=== block 1 ===
block_1/congestion.png
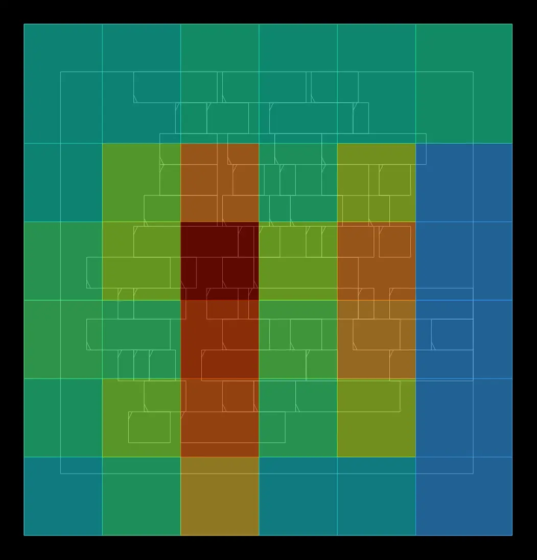
block_1/layer_met1.png
The bar under the picture is 10 um long. Supply wires on this layer in gray. Cells faint in the background.
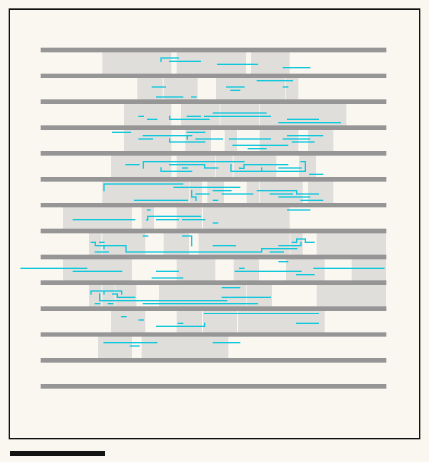
### config.mk
export PLATFORM = sky130hd
export DESIGN_NAME = mult_control
export DESIGN_NICKNAME = d
export VERILOG_FILES = /design/src/rtl/mult_control.sv
export SDC_FILE = /design/constraint.sdc
export NUM_CORES = 1
export LEC_CHECK = 0
export ABC_AREA = 0
export CORE_AREA = 3 3 40 42
export CTS_CLUSTER_DIAMETER = 120
export CTS_CLUSTER_SIZE = 28
export DETAILED_ROUTE_END_ITERATION = 8
export DIE_AREA = 0 0 43 45
export GPL_ROUTABILITY_DRIVEN = 0
export PLACE_DENSITY_LB_ADDON = 0.15
export SLEW_MARGIN = 30
export SYNTH_ARGS = -nofsm -noshare
export SYNTH_HDL_FRONTEND = slang
export SYNTH_SLANG_ARGS = --single-unit
### constraint.sdc
create_clock -name Clk -period 1.4 [get_ports Clk]
set_input_delay 0.14 -clock Clk [delete_from_list [all_inputs] [get_ports Clk]]
set_output_delay 0.14 -clock Clk [all_outputs]
set_load 0.05 [all_outputs]
### src/rtl/mult_control.sv
// rtl/mult_control.sv - shift-and-add multiplier sequencer driving ACC Load/Ad/Sh strobes.
// Optional abort input enabled by defining MULT_CTRL_ABORT_EN.
module mult_control #(
  parameter int N  = 4,
  parameter int CW = $clog2(N)
) (
  input  logic          Clk,
  input  logic          rst_n,
  input  logic          St,
  input  logic          M,
`ifdef MULT_CTRL_ABORT_EN
  input  logic          Abort,
`endif
  output logic          Load,
  output logic          Ad,
  output logic          Sh,
  output logic          Done,
  output logic          Busy,
  output logic [CW-1:0] Cnt
);

  typedef enum logic [1:0] {IDLE, ADD, SHIFT, DONE} state_t;

  localparam logic [CW-1:0] LAST = CW'(N - 1);

  state_t state, state_next;
  logic   cnt_clr;
  logic   abort;

`ifdef MULT_CTRL_ABORT_EN
  assign abort = Abort;
`else
  assign abort = 1'b0;
`endif

  always_ff @(posedge Clk or negedge rst_n) begin
    if (!rst_n) begin
      state <= IDLE;
      Cnt   <= '0;
    end else begin
      state <= state_next;
      if (cnt_clr)
        Cnt <= '0;
      else if (Sh && Cnt != LAST)
        Cnt <= Cnt + CW'(1);
    end
  end

  // Cnt is the shift index of the current step; reaching LAST on a shift ends the operation.
  always_comb begin
    state_next = state;
    Load       = 1'b0;
    Ad         = 1'b0;
    Sh         = 1'b0;
    cnt_clr    = 1'b0;
    case (state)
      IDLE: begin
        Load = St & rst_n;
        if (St) begin
          state_next = ADD;
          cnt_clr    = 1'b1;
        end
      end
      ADD: begin
        if (abort) begin
          state_next = IDLE;
        end else if (M) begin
          Ad         = 1'b1;
          state_next = SHIFT;
        end else begin
          Sh         = 1'b1;
          state_next = (Cnt == LAST) ? DONE : ADD;
        end
      end
      SHIFT: begin
        if (abort) begin
          state_next = IDLE;
        end else begin
          Sh         = 1'b1;
          state_next = (Cnt == LAST) ? DONE : ADD;
        end
      end
      DONE: begin
        if (!St)
          state_next = IDLE;
      end
      default: state_next = IDLE;
    endcase
  end

  assign Done = (state == DONE);
  assign Busy = (state == ADD) || (state == SHIFT);

endmodule

==> notes.org <==
#+TITLE: Implementation results

** Status
- The run finished, with violations left.
- The final reports fail on setup timing.

** Floorplan
- The region available for standard cell placement spans 1280 um^2.

** Logic synthesis
- In this run, the synthesized area fraction spent on AND-OR/OR-AND gates is recorded as 0.129.
- After synthesis, the share of cell area in mux cells is 0.100.
- Post-synthesis cell type with the largest combined area :: sky130_fd_sc_hd__dfrtp_1
- In the synthesized netlist, the dominant kind of combinational cell is simple AND/OR/NAND/NOR gates.
- Total nets after synthesis :: 41
- The cell-mix breakdown from Yosys lists the XOR/XNOR area share as 0.

** STA
- Share of the cycle needed by the critical path after routing :: 1.10
- Final worst setup slack :: -0.145 ns
- Final setup TNS :: -0.451 ns
- # setup viols final :: 4
- Fin Hold WS :: 0.193 ns

** Clocking
- Clock latency on the worst-skew pair, taken at its later pin, is 0.24 ns.
- Post-CTS timing repair inserted 4 buffers for setup.
- The number of clock buffers added by TritonCTS is 3.
- Worst-path clk slew :: 0.04 ns

** Routing
- Per the post-route antenna check, the number of violating nets is 0.
- Per the detail_route report, routed wire per instance is 13.0 um.
- After the first detailed-routing iteration, the DRC count stood at 5.
- After detailed routing, the met3 layer carries 41 um of wire.
- Detail-routed via count per cell :: 4.45
- Final routed DRC violation total :: 0
- Wire length on met2 :: 485 um
- Via count :: 307

** Global routing
- Initial antenna violation count :: 0
- The first global-routing pass estimated 1230 um of wire.
- Final global-route overflow total :: 0

** Final layout
- The layout summary lists the proportion of cells stronger than drive strength 1 as 0.593.
- Of the total standard cell area in the layout, the multi-input combinational portion is 0.393.
- The plain and repair buffers instantiated in the layout total 19.
- Most frequently placed logic cells in the final layout :: 7 x sky130_fd_sc_hd__buf_12, 5 x sky130_fd_sc_hd__nand2_1, 5 x sky130_fd_sc_hd__buf_4, 4 x sky130_fd_sc_hd__buf_6
- In this run the layout overhead on the synthesized area is reported as 115%.
- Final cell area excluding filler cells :: 669 um^2
- 25 cells are multi-input combinational gates.
- Fin nets :: 65
- The area taken by multi-input combinational cells is reported as 263 um^2.
- After layout, the inverter instance count without clock inverters stands at 3.
- Sequential share of cell area :: 0.151

** Run
- OpenROAD warning count :: 31

** Setup path
- Worst Setup End Kind :: output pin
- Capturing element of the worst setup path :: Sh
- Per the timing report, the biggest fanout along the worst path comes to 4.
- The number of cells on the worst reg-to-reg path is 8.
- The critical path goes through inv_2 > ha_4 > nor2b_4 > nor2_4 > nor2b_4 > buf_12.
- WP data required :: 1.26 ns

** Place
- Post-Place Cells :: 59
Notes on block_1/congestion.png above:
overall track demand over capacity in global routing: 0.0944
Most Crowded Layer GR: met2

Notes on block_1/layer_met1.png above:
wire length on this layer = 340 um
share of all routed wire = 38%
longest straight run = 14.3 um
met1 track demand over resource: 0.0925
final routed wirelength across all metal layers: 898 um


=== block 2 ===
==> src/rtl/nn_upscale_engine.sv <==
`timescale 1ns/1ps
// Nearest-neighbour zoom engine: walks the destination frame in raster order, one ROM read and one RAM write per pixel.
// Latency: first R_ADDR one clock after START, first WREN ROM_LATENCY clocks later, DONE one clock after the last write.
// Backpressure: none; the engine streams at one pixel per clock and ignores START until it is back in IDLE.
// Optional feature: define NN_UPSCALE_CHECKSUM_EN to add the 16-bit CHECKSUM output (sum of written pixels per frame).
module nn_upscale_engine #(
    parameter int SRC_W       = 160,
    parameter int SRC_H       = 120,
    parameter int SCALE       = 2,
    parameter int ROM_LATENCY = 2
) (
    input  logic        CLK,
    input  logic        RESET,
    input  logic        START,
    output logic [14:0] R_ADDR,
    input  logic [7:0]  PIXEL_IN,
    output logic [16:0] W_ADDR,
    output logic [7:0]  PIXEL_OUT,
    output logic        WREN,
    output logic        BUSY,
    output logic        DONE
`ifdef NN_UPSCALE_CHECKSUM_EN
    ,
    output logic [15:0] CHECKSUM
`endif
);

    function automatic int bits_for(input int v);
        return (v > 1) ? $clog2(v) : 1;
    endfunction

    localparam int DST_W   = SRC_W * SCALE;
    localparam int DST_H   = SRC_H * SCALE;
    localparam int NPIX    = DST_W * DST_H;
    localparam int SRC_PIX = SRC_W * SRC_H;
    localparam int KW      = bits_for(SCALE);
    localparam int SXW     = bits_for(SRC_W);
    localparam int DXW     = bits_for(DST_W);
    localparam int DYW     = bits_for(DST_H);
    localparam int RBW     = bits_for(SRC_PIX);
    localparam int NW      = bits_for(NPIX);

    // Parameter sanity: the frame must fit the RAM address port, the source the ROM port.
    if (NPIX > (1 << 17)) begin : g_dst_too_big
        $error("nn_upscale_engine: DST_W*DST_H exceeds the 17-bit W_ADDR range");
    end
    if (SRC_PIX > (1 << 15)) begin : g_src_too_big
        $error("nn_upscale_engine: SRC_W*SRC_H exceeds the 15-bit R_ADDR range");
    end
    if (SCALE < 1 || SCALE > 4) begin : g_bad_scale
        $error("nn_upscale_engine: SCALE must be 1..4");
    end
    if (ROM_LATENCY < 1 || ROM_LATENCY > 3) begin : g_bad_latency
        $error("nn_upscale_engine: ROM_LATENCY must be 1..3");
    end

    typedef enum logic [1:0] {IDLE, ISSUE, DRAIN, FIN} state_t;

    state_t           state, state_nxt;

    // Destination walk: dx/dy are the raster position, kx/ky count replicas of one source pixel.
    logic [DXW-1:0]   dx;
    logic [DYW-1:0]   dy;
    logic [KW-1:0]    kx, ky;
    logic [SXW-1:0]   sx;
    logic [RBW-1:0]   row_base;
    logic [NW-1:0]    wr_cnt;

    // Read-return tracking: index 0 is the newest read, ROM_LATENCY-1 lines up with PIXEL_IN.
    logic [ROM_LATENCY-1:0] vld;
    logic [NW-1:0]          adr_pipe [ROM_LATENCY];
    logic [ROM_LATENCY-1:0] ahead;

    logic issue, row_end, last_pix, kx_wrap, ky_wrap, pipe_clear;

    assign issue      = (state == ISSUE);
    assign row_end    = (dx == DXW'(DST_W - 1));
    assign last_pix   = row_end && (dy == DYW'(DST_H - 1));
    assign kx_wrap    = (kx == KW'(SCALE - 1));
    assign ky_wrap    = (ky == KW'(SCALE - 1));
    // Only the tail stage may still be busy when the last write is on the bus.
    assign ahead      = vld << 1;
    assign pipe_clear = (ahead == '0);

    // State register.
    always_ff @(posedge CLK) begin
        if (RESET) state <= IDLE;
        else       state <= state_nxt;
    end

    // Next-state logic: IDLE -> ISSUE on START, ISSUE -> DRAIN after the last read, DRAIN -> FIN once returns are in.
    always_comb begin
        state_nxt = state;
        case (state)
            IDLE:    if (START) state_nxt = ISSUE;
            ISSUE:   if (last_pix) state_nxt = DRAIN;
            DRAIN:   if (pipe_clear) state_nxt = FIN;
            FIN:     state_nxt = IDLE;
            default: state_nxt = IDLE;
        endcase
    end

    // Coordinate counters: advance once per issued read and fall back to zero after the last pixel.
    always_ff @(posedge CLK) begin
        if (RESET) begin
            dx       <= '0;
            dy       <= '0;
            kx       <= '0;
            ky       <= '0;
            sx       <= '0;
            row_base <= '0;
            wr_cnt   <= '0;
        end else if (issue) begin
            wr_cnt <= last_pix ? '0 : wr_cnt + NW'(1);
            if (row_end) begin
                dx <= '0;
                kx <= '0;
                sx <= '0;
                if (last_pix) begin
                    dy       <= '0;
                    ky       <= '0;
                    row_base <= '0;
                end else begin
                    dy <= dy + DYW'(1);
                    if (ky_wrap) begin
                        ky       <= '0;
                        row_base <= row_base + RBW'(SRC_W);
                    end else begin
                        ky <= ky + KW'(1);
                    end
                end
            end else begin
                dx <= dx + DXW'(1);
                if (kx_wrap) begin
                    kx <= '0;
                    sx <= sx + SXW'(1);
                end else begin
                    kx <= kx + KW'(1);
                end
            end
        end
    end

    // Valid/address shift register matching the ROM read latency.
    always_ff @(posedge CLK) begin
        if (RESET) begin
            vld <= '0;
            for (int i = 0; i < ROM_LATENCY; i++) adr_pipe[i] <= '0;
        end else begin
            vld[0]      <= issue;
            adr_pipe[0] <= issue ? wr_cnt : '0;
            for (int i = 1; i < ROM_LATENCY; i++) begin
                vld[i]      <= vld[i-1];
                adr_pipe[i] <= adr_pipe[i-1];
            end
        end
    end

    // ROM data passes straight through so the write strobe, address and data share one cycle.
    assign R_ADDR    = 15'(row_base) + 15'(sx);
    assign WREN      = vld[ROM_LATENCY-1];
    assign W_ADDR    = 17'(adr_pipe[ROM_LATENCY-1]);
    assign PIXEL_OUT = WREN ? PIXEL_IN : 8'h00;
    assign BUSY      = (state == ISSUE) || (state == DRAIN);
    assign DONE      = (state == FIN);

`ifdef NN_UPSCALE_CHECKSUM_EN
    // Frame checksum: cleared on an accepted START, accumulates every written pixel, holds after DONE.
    always_ff @(posedge CLK) begin
        if (RESET)                       CHECKSUM <= '0;
        else if (state == IDLE && START) CHECKSUM <= '0;
        else if (WREN)                   CHECKSUM <= CHECKSUM + 16'(PIXEL_OUT);
    end
`endif

endmodule
==> config.mk <==
export PLATFORM = sky130hd
export DESIGN_NAME = nn_upscale_engine
export DESIGN_NICKNAME = d
export VERILOG_FILES = /design/src/rtl/nn_upscale_engine.sv
export SDC_FILE = /design/constraint.sdc
export NUM_CORES = 1
export LEC_CHECK = 0
export ABC_AREA = 1
export ABC_CLOCK_PERIOD_IN_PS = 2200
export CELL_PAD_IN_SITES_DETAIL_PLACEMENT = 1
export CELL_PAD_IN_SITES_GLOBAL_PLACEMENT = 1
export CORE_ASPECT_RATIO = 1.25
export CORE_MARGIN = 5
export CORE_UTILIZATION = 31
export CTS_BUF_LIST = sky130_fd_sc_hd__clkbuf_8
export DETAILED_ROUTE_END_ITERATION = 16
export PLACE_DENSITY_LB_ADDON = 0.1
export SKIP_LAST_GASP = 1
export SLEW_MARGIN = 15
export SYNTH_ARGS = -nofsm -noshare
export SYNTH_HDL_FRONTEND = slang
export SYNTH_SLANG_ARGS = --single-unit
==> constraint.sdc <==
create_clock -name CLK -period 2.2 [get_ports CLK]
set_input_delay 0.44 -clock CLK [delete_from_list [all_inputs] [get_ports CLK]]
set_output_delay 0.44 -clock CLK [all_outputs]
set_load 0.05 [all_outputs]
block_2/flops_by_reg.png
The bar under the picture is 20 um long. Other sequential cells in the stronger gray, the rest of the logic in the fainter gray.
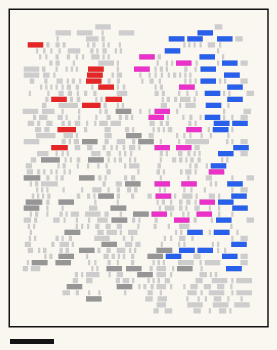
red -> row_base  # placed flops 10
blue -> adr_pipe  # placed flops 34, where a column on the right
magenta -> wr_cnt  # placed flops 17
not colored = 31
sequential cell power: 1780 uW
final core area utilization: 0.394
Storage cell area: 1860 um^2
sequential share of cell area: 0.343

==> notes.org <==
#+TITLE: Implementation results

** Status
- The flow ran to the end, and the final reports show no timing, DRC or antenna violations.

** STA
- Count of final hold-check violations :: 0
- Max-slew check failures listed in the final report amount to 0.

** Global routing
- Final global-route overflow total :: 0
- Met2 track demand over resource :: 0.247

** Hold path
- Hold Crit Depth :: 2

** Clocking
- According to the CTS report, the clock sink count is 92.
- Cell at the root of the clock tree :: sky130_fd_sc_hd__clkbuf_8
- Quantity of gates resized following cts :: 18

** Final layout
- Between the synthesized netlist and the finished layout, the area growth was recorded as 25.2%.
- Leaving out filler cells and counting taps, the final layout contains 812.
- Looking at the area split, the leading class of cells is multi-input combinational cells.

** Place
- Detailed placer's ending HPWL :: 7810 um
- Instance area at placement :: 5110 um^2

** Power
- Clock group total power :: 1160 uW
- Of the total power, the share spent switching nets is 0.322.
- Fraction of power consumed by sequential logic :: 0.479
- Overall power consumption after layout is estimated at 3720 uW.

** Floorplan
- The floorplan step defined a core boundary enclosing 13800 um^2.

** Logic synthesis
- By count the netlist is led by 107 x sky130_fd_sc_hd__nand2_1, 93 x sky130_fd_sc_hd__nor2_1, 92 x sky130_fd_sc_hd__dfxtp_1.
- Syn Inst Count :: 592
- The synthesized design contains 0 enable-type register cells.

** Routing
- The first routing iteration left 103 violations.
- Per the detail_route report, DRC violations left total 0.
block_2/placement_by_type.png
The bar under the picture is 20 um long.
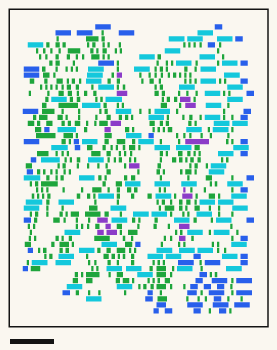
blue -> remaining buffers and delay cells  # cells 60, share of their area 15%
purple -> clock drivers and dummy loads  # cells 16, share of their area 3.8%
green -> combinational and other logic  # cells 469, share of their area 46%
cyan -> sequential cells  # cells 92, share of their area 36%


=== block 3 ===
$ cat src/rtl/uart_tx_sched_if.sv
// Request/transmitter handshake bundle for the uart_tx_sched round-robin scheduler.
// The slave side is the scheduler; the master side is requesters plus the transmitter.
interface uart_tx_sched_if #(
   parameter int NREQ = 8
);
   logic [NREQ-1:0] req;
   logic            dir_rx;
   logic            err_clr;
   logic            rq;
   logic [4:0]      cycle;
   logic            busy;
   logic            done;
   logic [4:0]      done_id;
   logic            err_timeout;

   modport master (
      output req, dir_rx, err_clr,
      input  rq, cycle, busy, done, done_id, err_timeout
   );

   modport slave (
      input  req, dir_rx, err_clr,
      output rq, cycle, busy, done, done_id, err_timeout
   );
endinterface

$ cat src/rtl/uart_tx_sched.sv
// Round-robin scheduler driving the RS-485 burst transmitter RQ/cycle pair.
// Tracks each burst through dirRX, enforces a release gap and a watchdog abort.
module uart_tx_sched #(
   parameter int NREQ    = 8,
   parameter int GAP     = 4,
   parameter int TIMEOUT = 1023
) (
   input logic            clk,
   input logic            reset,
   uart_tx_sched_if.slave bus
);

   localparam int          IDW      = $clog2(NREQ);
   localparam int          GW       = $clog2(GAP);
   localparam logic [15:0] WD_LAST  = 16'(TIMEOUT - 1);
   localparam logic [GW-1:0] GAP_LAST = GW'(GAP - 1);

   typedef enum logic [2:0] {
      s_idle,
      s_arb,
      s_req,
      s_xfer,
      s_rel
   } state_t;

   state_t          state;
   logic [1:0]      dsync_q;
   logic            dsync;
   logic [NREQ-1:0] pending;
   logic [NREQ-1:0] clr_mask;
   logic [IDW-1:0]  last;
   logic [IDW-1:0]  win_idx;
   logic            win_found;
   logic [15:0]     wdog;
   logic [GW-1:0]   gap;
   logic            abort;

   logic            rq;
   logic [4:0]      cycle;
   logic            busy;
   logic            done;
   logic [4:0]      done_id;
   logic            err_timeout;

   // NOTE: every clocked block uses non-blocking assignments so all flops
   // sample the pre-edge values; reset is asynchronous, active-low.
   always_ff @(posedge clk or negedge reset) begin
      if (!reset) begin
         dsync_q <= '0;
      end else begin
         dsync_q <= {dsync_q[0], bus.dir_rx};
      end
   end

   assign dsync = dsync_q[1];

   // NOTE: combinational outputs get a default before any branch so no latch
   // is inferred when the loop finds nothing.
   always_comb begin : arbiter
      int             idx;
      logic [IDW-1:0] idx_l;
      win_found = 1'b0;
      win_idx   = '0;
      idx       = 0;
      idx_l     = '0;
      for (int k = 1; k <= NREQ; k++) begin
         idx   = (int'(last) + k) % NREQ;
         idx_l = IDW'(idx);
         if (!win_found && pending[idx_l]) begin
            win_found = 1'b1;
            win_idx   = idx_l;
         end
      end
   end

   assign clr_mask = (state == s_arb && win_found) ?
                     ({{(NREQ-1){1'b0}}, 1'b1} << win_idx) : '0;

   // Watchdog expires only while still waiting for the expected dirRX edge.
   assign abort = (wdog == WD_LAST) &&
                  ((state == s_req && !dsync) || (state == s_xfer && dsync));

   always_ff @(posedge clk or negedge reset) begin
      if (!reset) begin
         state       <= s_idle;
         pending     <= '0;
         last        <= IDW'(NREQ - 1);
         wdog        <= '0;
         gap         <= '0;
         rq          <= 1'b0;
         cycle       <= '0;
         busy        <= 1'b0;
         done        <= 1'b0;
         done_id     <= '0;
         err_timeout <= 1'b0;
      end else begin
         done    <= 1'b0;
         pending <= (pending & ~clr_mask) | bus.req;

         // The abort branch below assigns later, so a new timeout beats err_clr.
         if (bus.err_clr) begin
            err_timeout <= 1'b0;
         end

         if (abort) begin
            rq          <= 1'b0;
            err_timeout <= 1'b1;
            done_id     <= cycle;
            gap         <= '0;
            state       <= s_rel;
         end else begin
            case (state)
               s_idle: begin
                  if (|pending) begin
                     busy  <= 1'b1;
                     state <= s_arb;
                  end
               end
               s_arb: begin
                  if (win_found) begin
                     last  <= win_idx;
                     cycle <= 5'(win_idx);
                     rq    <= 1'b1;
                     wdog  <= '0;
                     state <= s_req;
                  end else begin
                     busy  <= 1'b0;
                     state <= s_idle;
                  end
               end
               s_req: begin
                  if (dsync) begin
                     wdog  <= '0;
                     state <= s_xfer;
                  end else begin
                     wdog <= wdog + 16'd1;
                  end
               end
               s_xfer: begin
                  if (!dsync) begin
                     rq      <= 1'b0;
                     done    <= 1'b1;
                     done_id <= cycle;
                     gap     <= '0;
                     state   <= s_rel;
                  end else begin
                     wdog <= wdog + 16'd1;
                  end
               end
               s_rel: begin
                  // Hold at the last gap count until the transmitter lets dirRX go.
                  if (gap == GAP_LAST) begin
                     if (!dsync) begin
                        gap   <= '0;
                        busy  <= 1'b0;
                        state <= s_idle;
                     end
                  end else begin
                     gap <= gap + GW'(1);
                  end
               end
               default: begin
                  rq    <= 1'b0;
                  busy  <= 1'b0;
                  state <= s_idle;
               end
            endcase
         end
      end
   end

   assign bus.rq          = rq;
   assign bus.cycle       = cycle;
   assign bus.busy        = busy;
   assign bus.done        = done;
   assign bus.done_id     = done_id;
   assign bus.err_timeout = err_timeout;

endmodule
$ cat src/flat_wrapper.sv
// flat-port wrapper written by rule: the top's interface ports become plain ports
module uart_tx_sched_flat 
#(
   parameter int NREQ    = 8,
   parameter int GAP     = 4,
   parameter int TIMEOUT = 1023
)
  (clk, reset, bus_req, bus_dir_rx, bus_err_clr, bus_rq, bus_cycle, bus_busy, bus_done, bus_done_id, bus_err_timeout);
  uart_tx_sched_if #(.NREQ(NREQ)) bus_i ();
  input logic clk;
  input logic reset;
  input wire logic [$bits(bus_i.req)-1:0] bus_req;
  input wire logic [$bits(bus_i.dir_rx)-1:0] bus_dir_rx;
  input wire logic [$bits(bus_i.err_clr)-1:0] bus_err_clr;
  output wire logic [$bits(bus_i.rq)-1:0] bus_rq;
  output wire logic [$bits(bus_i.cycle)-1:0] bus_cycle;
  output wire logic [$bits(bus_i.busy)-1:0] bus_busy;
  output wire logic [$bits(bus_i.done)-1:0] bus_done;
  output wire logic [$bits(bus_i.done_id)-1:0] bus_done_id;
  output wire logic [$bits(bus_i.err_timeout)-1:0] bus_err_timeout;
  assign bus_i.req = bus_req;
  assign bus_i.dir_rx = bus_dir_rx;
  assign bus_i.err_clr = bus_err_clr;
  assign bus_rq = bus_i.rq;
  assign bus_cycle = bus_i.cycle;
  assign bus_busy = bus_i.busy;
  assign bus_done = bus_i.done;
  assign bus_done_id = bus_i.done_id;
  assign bus_err_timeout = bus_i.err_timeout;
  uart_tx_sched #(.NREQ(NREQ), .GAP(GAP), .TIMEOUT(TIMEOUT)) u_core (.clk(clk), .reset(reset), .bus(bus_i));
endmodule
$ cat config.mk
export PLATFORM = sky130hd
export DESIGN_NAME = uart_tx_sched_flat
export DESIGN_NICKNAME = d
export VERILOG_FILES = /design/src/rtl/uart_tx_sched_if.sv /design/src/rtl/uart_tx_sched.sv /design/src/flat_wrapper.sv
export SDC_FILE = /design/constraint.sdc
export NUM_CORES = 1
export LEC_CHECK = 0
export ABC_AREA = 1
export CAP_MARGIN = 25
export CELL_PAD_IN_SITES_DETAIL_PLACEMENT = 0
export CELL_PAD_IN_SITES_GLOBAL_PLACEMENT = 1
export CORE_MARGIN = 2
export CORE_UTILIZATION = 38
export DETAILED_ROUTE_END_ITERATION = 10
export PLACE_DENSITY = 0.75
export SYNTH_ARGS = -nofsm -noshare
export SYNTH_HDL_FRONTEND = slang
export SYNTH_SLANG_ARGS = --single-unit
$ cat constraint.sdc
create_clock -name clk -period 2.6 [get_ports clk]
set_input_delay 0.52 -clock clk [delete_from_list [all_inputs] [get_ports clk]]
set_output_delay 0.52 -clock clk [all_outputs]
set_load 0.1 [all_outputs]
block_3/logic_types.png
The bar under the picture is 20 um long.
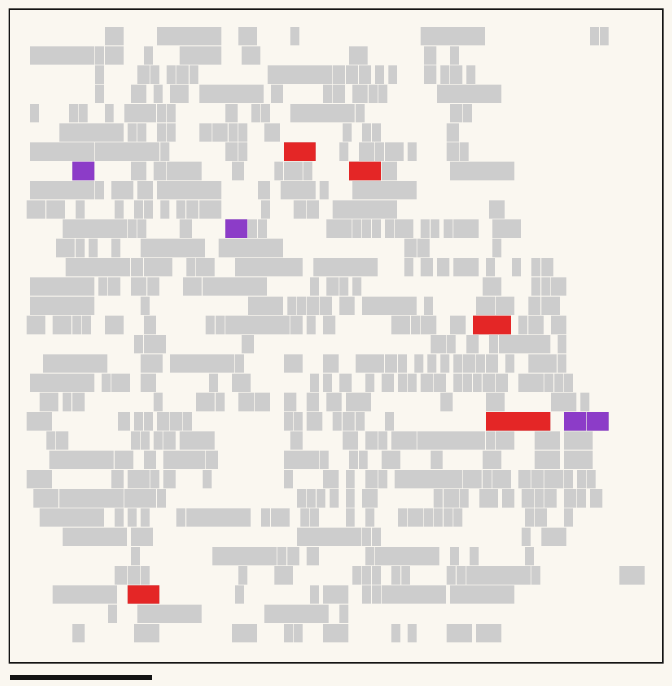
purple -> xor and xnor cells  # cells 4
red -> fa/ha/maj cells  # cells 5
combinational share of cell area: 0.468
non-filler instance count after layout: 547
top logic cell by instance count in the layout: sky130_fd_sc_hd__nand2_1

block_3/sizes.png
The bar under the picture is 20 um long.
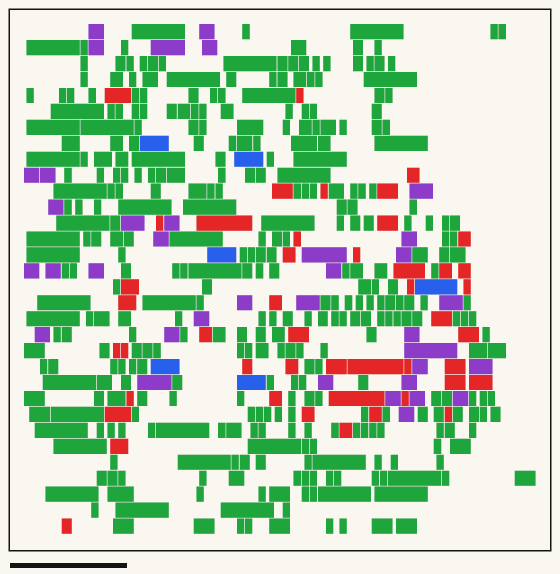
green -> _0 and _1 cells  # cells 357, share 80%
blue -> _6 and larger  # cells 6, share 1.3%
purple -> _3 and _4 cells  # cells 36, share 8.1%
red -> _2 cells  # cells 46, share 10%
number of ordinary and repair buffers in the finished layout: 38
final worst setup slack: 0.127 ns

==> notes.org <==
#+TITLE: Implementation results

** Place
- Instance area at placement :: 3310 um^2
- Detailed placer's ending HPWL :: 6130 um

** Final layout
- Relative to the synthesized area, the layout overhead comes to 17.2%.
- Measured on the final layout, the clock distribution area share stands at 0.0235.
- After routing the design area is 3460 um^2.
- Logic area :: 1620 um^2
- The register with the most flip-flops in the layout has 16 of them.

** Logic synthesis
- Share of async-settable or async-resettable flops after synthesis :: 1.00
- Unique masters post-synth :: 45
- Simple Share, Synth :: 0.390
- Syn. warnings :: 0

** STA
- Unrepaired setup endpoints after global routing :: true
- Across the routed clock network, the largest skew measured is 0.00337 ns.

** Status
- Status :: finished clean

** Floorplan
- The die is 92.1 um wide.
- Number of placed I/O pins :: 26
- Row count :: 32
- At the floorplan stage, the core utilization is reported as 0.388.

** Setup path
- Across all register-to-register paths, the minimum setup slack is 0.13 ns.
- The script reports the combined buffer and inverter count of the critical path as 2.
- Number of cells traversed by the worst register-to-register path :: 14

** Global routing
- After global routing, the most crowded layer is met2.
- Final global-route overflow total :: 0
- met1 track demand over resource after global routing is 0.264.

** Clocking
- Post-CTS timing repair inserted 0 buffers for setup.
- Hold-fix buffers at CTS :: 0
- Maximum clock path buffer count :: 2
- The clock H-tree reported by CTS has 2 levels.

** Routing
- In the detailed route, the total length drawn on met2 is 3690 um.

Power figures rest on the tool's default switching activity, not on a simulated workload.
